# multiplier_2x2

### Signal wires on met1, multiplier_2x2

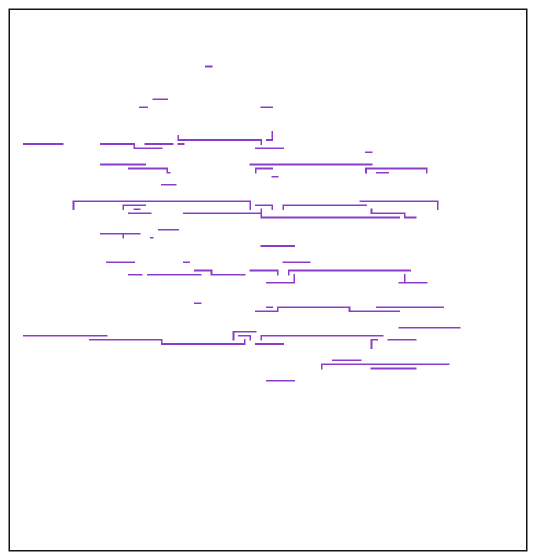

--- src/rtl/multiplier_pkg.sv ---
// Shared constants for the unsigned array multiplier: widths and result latencies.
// Optional pipeline stage selected by the MULTIPLIER_PIPE_EN macro.
package multiplier_pkg;

   localparam int DEFAULT_W    = 2;
   localparam int MAX_W        = 8;
   localparam int LATENCY_BASE = 1;
   localparam int LATENCY_PIPE = 2;

`ifdef MULTIPLIER_PIPE_EN
   localparam int LATENCY = LATENCY_PIPE;
`else
   localparam int LATENCY = LATENCY_BASE;
`endif

endpackage

--- src/rtl/full_adder.sv ---
// One-bit full adder cell used to build the rows of the array multiplier.
module full_adder (
   input  logic a,
   input  logic b,
   input  logic cin,
   output logic s,
   output logic cout
);

   logic p;

   assign p    = a ^ b;
   assign s    = p ^ cin;
   assign cout = (a & b) | (cin & p);

endmodule

--- src/rtl/multiplier_2x2.sv ---
// Unsigned WxW array multiplier: combinational product P plus a registered product P_q.
// Defining MULTIPLIER_PIPE_EN adds a register stage after the first adder row (latency 2).
module multiplier_2x2
   import multiplier_pkg::*;
#(
   parameter int W = DEFAULT_W
) (
   input  logic           clk,
   input  logic           rst_n,
   input  logic [W-1:0]   A,
   input  logic [W-1:0]   B,
   input  logic           in_valid,
   output logic [2*W-1:0] P,
   output logic [2*W-1:0] P_q,
   output logic           out_valid
);

   // up0[i] is the W-bit running sum entering row i, aligned to weight 2^i;
   // lo0[i] is the settled product bit i.
   logic [W-1:0] up0 [1:W];
   logic [W-1:0] lo0;

   assign lo0[0] = A[0] & B[0];
   assign up0[1] = {1'b0, A[W-1:1] & {(W-1){B[0]}}};

   for (genvar i = 1; i < W; i++) begin : g_row
      logic [W-1:0] pp;
      logic [W-1:0] s;
      logic [W:0]   c;

      assign pp   = A & {W{B[i]}};
      assign c[0] = 1'b0;

      for (genvar j = 0; j < W; j++) begin : g_fa
         full_adder u_fa (
            .a    (pp[j]),
            .b    (up0[i][j]),
            .cin  (c[j]),
            .s    (s[j]),
            .cout (c[j+1])
         );
      end

      assign lo0[i]   = s[0];
      assign up0[i+1] = {c[W], s[W-1:1]};
   end

   assign P = {up0[W], lo0};

   logic           res_valid;
   logic [2*W-1:0] res_prod;

`ifdef MULTIPLIER_PIPE_EN
   logic [W-1:0] s1_up;
   logic [1:0]   s1_lo;
   logic [W-1:0] s1_a;
   logic [W-1:0] s1_b;
   logic         s1_valid;

   // NOTE: async reset clears the stage too, so an in-flight result never survives a reset.
   always_ff @(posedge clk or negedge rst_n) begin
      if (!rst_n) begin
         s1_valid <= 1'b0;
         s1_up    <= '0;
         s1_lo    <= '0;
         s1_a     <= '0;
         s1_b     <= '0;
      end else begin
         s1_valid <= in_valid;
         if (in_valid) begin
            s1_up <= up0[2];
            s1_lo <= lo0[1:0];
            s1_a  <= A;
            s1_b  <= B;
         end
      end
   end

   // Remaining rows rebuilt from the staged operands so P itself stays unregistered.
   logic [W-1:0] up1 [2:W];
   logic [W-1:0] lo1;

   assign up1[2]   = s1_up;
   assign lo1[1:0] = s1_lo;

   for (genvar i = 2; i < W; i++) begin : g_tail
      logic [W-1:0] pp;
      logic [W-1:0] s;
      logic [W:0]   c;

      assign pp   = s1_a & {W{s1_b[i]}};
      assign c[0] = 1'b0;

      for (genvar j = 0; j < W; j++) begin : g_fa
         full_adder u_fa (
            .a    (pp[j]),
            .b    (up1[i][j]),
            .cin  (c[j]),
            .s    (s[j]),
            .cout (c[j+1])
         );
      end

      assign lo1[i]   = s[0];
      assign up1[i+1] = {c[W], s[W-1:1]};
   end

   assign res_valid = s1_valid;
   assign res_prod  = {up1[W], lo1};
`else
   assign res_valid = in_valid;
   assign res_prod  = P;
`endif

   always_ff @(posedge clk or negedge rst_n) begin
      if (!rst_n) begin
         P_q       <= '0;
         out_valid <= 1'b0;
      end else begin
         // NOTE: non-blocking so every flop samples pre-edge values regardless of block order.
         out_valid <= res_valid;
         if (res_valid) begin
            P_q <= res_prod;
         end
      end
   end

endmodule

--- config.mk ---
export PLATFORM = sky130hd
export DESIGN_NAME = multiplier_2x2
export DESIGN_NICKNAME = d
export VERILOG_FILES = /design/src/rtl/multiplier_pkg.sv /design/src/rtl/full_adder.sv /design/src/rtl/multiplier_2x2.sv
export SDC_FILE = /design/constraint.sdc
export NUM_CORES = 1
export LEC_CHECK = 0
export ABC_AREA = 1
export CORE_AREA = 3 3 40 42
export CTS_CLUSTER_DIAMETER = 80
export DETAILED_ROUTE_END_ITERATION = 10
export DIE_AREA = 0 0 43 45
export GPL_ROUTABILITY_DRIVEN = 0
export SLEW_MARGIN = 20
export SYNTH_ARGS = -nofsm -noshare
export SYNTH_HDL_FRONTEND = slang
export SYNTH_SLANG_ARGS = --single-unit
export TNS_END_PERCENT = 100
--- constraint.sdc ---
create_clock -name clk -period 2.45 [get_ports clk]
set_input_delay 0.245 -clock clk [delete_from_list [all_inputs] [get_ports clk]]
set_output_delay 0.245 -clock clk [all_outputs]
set_load 0.05 [all_outputs]
# pwm_update_sequencer

### config.mk
export PLATFORM = sky130hd
export DESIGN_NAME = pwm_update_sequencer
export DESIGN_NICKNAME = d
export VERILOG_FILES = /design/src/rtl/pwm_update_sequencer.sv
export SDC_FILE = /design/constraint.sdc
export NUM_CORES = 1
export LEC_CHECK = 0
export CORE_MARGIN = 2
export CORE_UTILIZATION = 27
export CTS_CLUSTER_SIZE = 12
export DETAILED_ROUTE_END_ITERATION = 7
export PLACE_DENSITY = 0.48
export REMOVE_ABC_BUFFERS = 1
export SKIP_LAST_GASP = 1
export SLEW_MARGIN = 25
export SYNTH_ARGS = -nofsm -noshare
export SYNTH_HDL_FRONTEND = slang
export SYNTH_SLANG_ARGS = --single-unit
### constraint.sdc
create_clock -name clk -period 14.5 [get_ports clk]
set_input_delay 3.625 -clock clk [delete_from_list [all_inputs] [get_ports clk]]
set_output_delay 3.625 -clock clk [all_outputs]
set_load 0.02 [all_outputs]
### src/rtl/pwm_update_sequencer.sv
// Avalon-MM controlled PWM duty sequencer: shadow/active duty registers with
// sync-aligned transfers, bootstrap precharge, and latched fault shutdown.
module pwm_update_sequencer #(
   parameter int PRECHARGE_CYC = 5000
) (
   input  logic        clk,
   input  logic        reset,
   input  logic [2:0]  avs_address,
   input  logic        avs_write,
   input  logic [31:0] avs_writedata,
   input  logic        avs_read,
   output logic [31:0] avs_readdata,
   input  logic        pwm_sync,
   input  logic        fault_in,
   output logic [15:0] duty_a,
   output logic [15:0] duty_b,
   output logic [15:0] duty_c,
   output logic        drive_en,
   output logic        force_low,
   output logic        irq
);

   localparam logic [1:0] S_IDLE      = 2'd0;
   localparam logic [1:0] S_PRECHARGE = 2'd1;
   localparam logic [1:0] S_RUN       = 2'd2;
   localparam logic [1:0] S_FAULT     = 2'd3;

   localparam int CW = (PRECHARGE_CYC > 1) ? $clog2(PRECHARGE_CYC) : 1;
   localparam logic [CW-1:0] CNT_LOAD = CW'(PRECHARGE_CYC - 1);

   logic [1:0]    state;
   logic [1:0]    state_nx;
   logic [CW-1:0] cnt;
   logic [15:0]   shadow_a, shadow_b, shadow_c, max_duty;
   logic          commit_pending;
   logic          fault_latched;
   logic          load_active;

   logic wr_ctrl;
   logic arm, disarm, commit, clr_fault;
   logic unused_wdata;

   assign wr_ctrl      = avs_write && (avs_address == 3'd3);
   assign arm          = wr_ctrl && avs_writedata[0];
   assign disarm       = wr_ctrl && avs_writedata[1];
   assign commit       = wr_ctrl && avs_writedata[2];
   assign clr_fault    = wr_ctrl && avs_writedata[3];
   assign unused_wdata = ^avs_writedata[31:16];

   function automatic logic [15:0] clamp(input logic [15:0] v, input logic [15:0] lim);
      return (v > lim) ? lim : v;
   endfunction

   // fault_in overrides every other request; disarm beats arm.
   always_comb begin
      state_nx    = state;
      load_active = 1'b0;
      if (fault_in) begin
         state_nx = S_FAULT;
      end else begin
         case (state)
            S_IDLE: if (arm && !disarm) state_nx = S_PRECHARGE;
            S_PRECHARGE: begin
               if (disarm) begin
                  state_nx = S_IDLE;
               end else if (cnt == '0 && pwm_sync) begin
                  state_nx    = S_RUN;
                  load_active = 1'b1;
               end
            end
            S_RUN: begin
               if (disarm) state_nx = S_IDLE;
               else if (pwm_sync && commit_pending) load_active = 1'b1;
            end
            default: if (clr_fault) state_nx = S_IDLE;
         endcase
      end
   end

   always_ff @(posedge clk or posedge reset) begin
      if (reset) begin
         state          <= S_IDLE;
         cnt            <= '0;
         commit_pending <= 1'b0;
         fault_latched  <= 1'b0;
      end else begin
         state <= state_nx;
         if (state == S_IDLE && state_nx == S_PRECHARGE) cnt <= CNT_LOAD;
         else if (state_nx != S_PRECHARGE)               cnt <= '0;
         else if (cnt != '0)                             cnt <= cnt - 1'b1;
         // A commit landing on a transferring sync stays pending for the next one.
         if (commit && !fault_in)  commit_pending <= 1'b1;
         else if (load_active)     commit_pending <= 1'b0;
         if (fault_in)             fault_latched <= 1'b1;
         else if (clr_fault)       fault_latched <= 1'b0;
      end
   end

   // Active duties are only nonzero in RUN, so they drive the outputs directly.
   always_ff @(posedge clk or posedge reset) begin
      if (reset) begin
         duty_a <= '0;
         duty_b <= '0;
         duty_c <= '0;
      end else if (state_nx != S_RUN) begin
         duty_a <= '0;
         duty_b <= '0;
         duty_c <= '0;
      end else if (load_active) begin
         duty_a <= clamp(shadow_a, max_duty);
         duty_b <= clamp(shadow_b, max_duty);
         duty_c <= clamp(shadow_c, max_duty);
      end
   end

   always_ff @(posedge clk or posedge reset) begin
      if (reset) begin
         shadow_a <= '0;
         shadow_b <= '0;
         shadow_c <= '0;
         max_duty <= 16'hFFFF;
      end else if (avs_write) begin
         case (avs_address)
            3'd0:    shadow_a <= avs_writedata[15:0];
            3'd1:    shadow_b <= avs_writedata[15:0];
            3'd2:    shadow_c <= avs_writedata[15:0];
            3'd5:    max_duty <= avs_writedata[15:0];
            default: ;
         endcase
      end
   end

   always_ff @(posedge clk or posedge reset) begin
      if (reset) begin
         avs_readdata <= '0;
      end else if (avs_read) begin
         case (avs_address)
            3'd0:    avs_readdata <= {16'd0, shadow_a};
            3'd1:    avs_readdata <= {16'd0, shadow_b};
            3'd2:    avs_readdata <= {16'd0, shadow_c};
            3'd4:    avs_readdata <= {27'd0, fault_in, fault_latched, commit_pending, state};
            3'd5:    avs_readdata <= {16'd0, max_duty};
            default: avs_readdata <= '0;
         endcase
      end
   end

   assign drive_en  = (state == S_PRECHARGE) || (state == S_RUN);
   assign force_low = (state == S_PRECHARGE);
   assign irq       = fault_latched;

endmodule


==> notes/layouts.md <==
Pictures saved along the way, in no particular order.

Logic cells by family.
shot_01.png
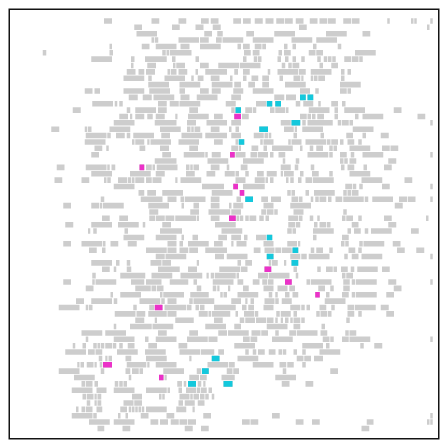
shot_02.png
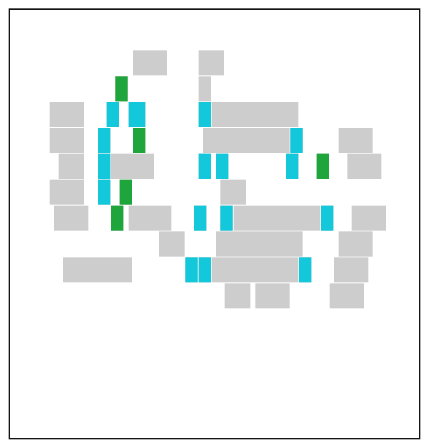
shot_02.png comes from multiplier_2x2.
shot_01.png comes from pwm_update_sequencer.

Key to shot_01.png:
family	colour	cells
non-inverting ao/oa cells	cyan	17
and/or cells	magenta	12

### Signal wires on met1, pwm_update_sequencer

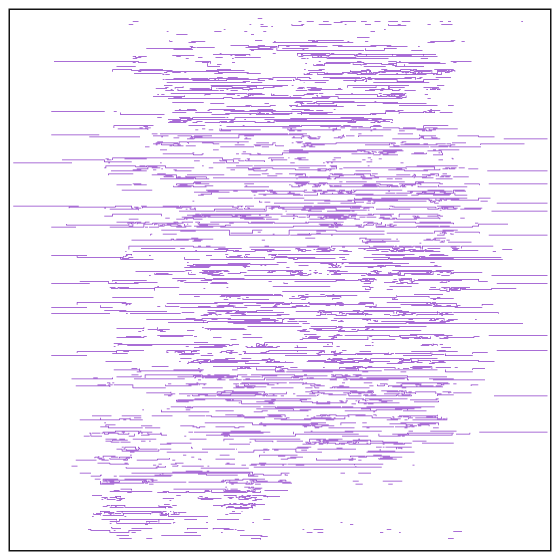
nets with wire on the layer	901
main direction	horizontal
share of all routed wire	50%
longest straight run	49.2 um
wire length on this layer	13500 um
Post-Route WL: 26840 um
via count: 6873

==> impl_metrics.ini, pwm_update_sequencer <==
; generated from flow reports
[outcome]
outcome = finished clean

[clock_tree]
cts_tree = yes
clk_pin_slew_ps = 60
post_cts_buffers = 0

[yosys]
synthAoiAreaFrac_pct = 19.85
top_cell = dfrtp_1
yosys_cells = 851
topCellsByArea = dfrtp_1, mux2_2, ha_1, a21oi_1, dfstp_2

[timing]
setup_violations = 0
fmax_ghz = 0.1625
final.setup.worst_slack_ps = 8344

[setup_path]
end_kind = flop
reg2reg_from = cnt[10]$_DFFE_PP0P_

[layout]
final_cells = 1327
stdcell_area_um2 = 10460
syn_to_final_growth_pct = 21.15
drive_above_1_share_pct = 19.03

[power_and_ir_drop]
p_leak_nw = 4.183

[global_routing]
use_met2_pct = 24.17

[hold_path]
min_path_cells = 2
[pwm_update_sequencer: layout make-up]
cell class | count | share of cell area [%]
Sequential cell | 145 | 34.87
Clock buffer | 20 | 4.269
Tap cell | 402 | 4.807
Clock inverter | 12 | 1.280
Timing Repair Buffer | 104 | 9.627
Multi-Input combinational cell | 618 | 44.16
Inverter | 26 | 0.9806
[pwm_update_sequencer: worst min-delay path, stage by stage (launching register included)]
cell	delay [ps]
dfrtp_1	340
nor2_1	40
a21oi_1	110
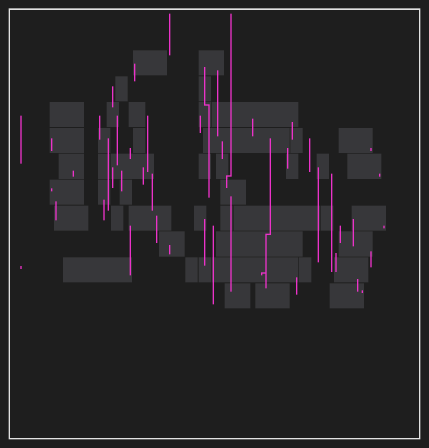
*Signal wires on met2, multiplier_2x2*
Cells faint in the background.
share of all routed wire	37%
nets with wire on the layer	42
wire length on this layer	182 um
via count: 225
Post-Route WL: 494 um
met2 Track Usage GR: 5.988%

## Picture notes: 'Signal wires on met1' of multiplier_2x2
main direction	horizontal
nets with wire on the layer	43
share of all routed wire	48%
longest straight run	14.7 um
met1 Track Usage GR: 7.843%

==> impl_metrics.ini, multiplier_2x2 <==
; generated from flow reports
[outcome]
outcome = finished clean

[yosys]
ys_sh_simple_pct = 24.26
ys_sh_mux_pct = 0
topCellsByArea = dfrtp_1, nand2_1, ha_1, buf_4, inv_1
synth-xor-area-share_pct = 0
synth_seq_share_pct = 49.50

[layout]
clock_tree_area_fraction_pct = 6.105
signal_buffers = 15

[die]
io_pins = 16
design.die.area_um2 = 1935

[place]
place_area_um2 = 404.1

[power_and_ir_drop]
pg_comb_uw = 83.6

[clock_tree]
cts_tree = yes

[global_routing]
antenna_found_initial = 0

[timing]
grt_setup_unrepaired = false
finalCritPeriodShare_pct = 76.72
## multiplier_2x2: sequential cells by signal (all words and copies together) (netlist names)
signal	cells
out_valid	1
P_q	4
## multiplier_2x2: cells in the final DEF, fill, tap and decap left out
cell and n:
buf_12 1, buf_4 2, inv_2 1, dfrtp_1 5
nand2_1 15, inv_1 4, nand3_1 1, ha_1 2
clkbuf_1 1, clkbuf_4 3, clkdlybuf4s50_1 12
## multiplier_2x2: critical path: stages
cell             delay, ps
clkdlybuf4s50_1        500
nand2_1                 60
inv_1                   50
clkdlybuf4s50_1        780


==> screenshots <==
Cell area per tile.
panel A
The die is cut into 9 by 9 equal tiles; white is low, dark blue is high, 0 to 100% covered.
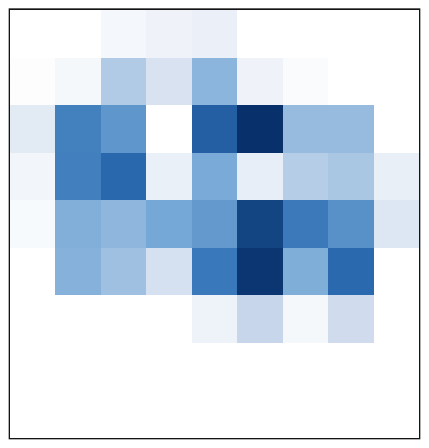
panel B
The die is cut into 18 by 18 equal tiles; white is low, dark blue is high, 0 to 100% covered.
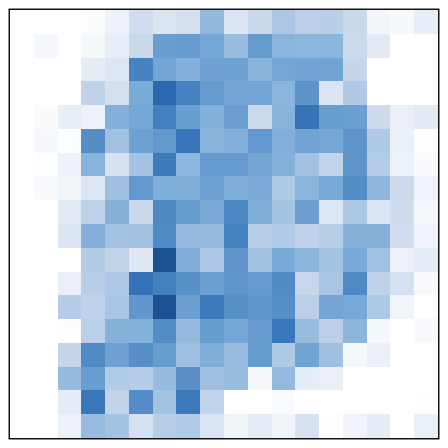
| from | picture |
|---|---|
| pwm_update_sequencer | panel B |
| multiplier_2x2 | panel A |

Key to panel A:
fullest tile	100%
nearly empty tiles	44%
emptiest ninth of the die	bottom left
densest ninth of the die	middle
tiles over 75% full	7.4%

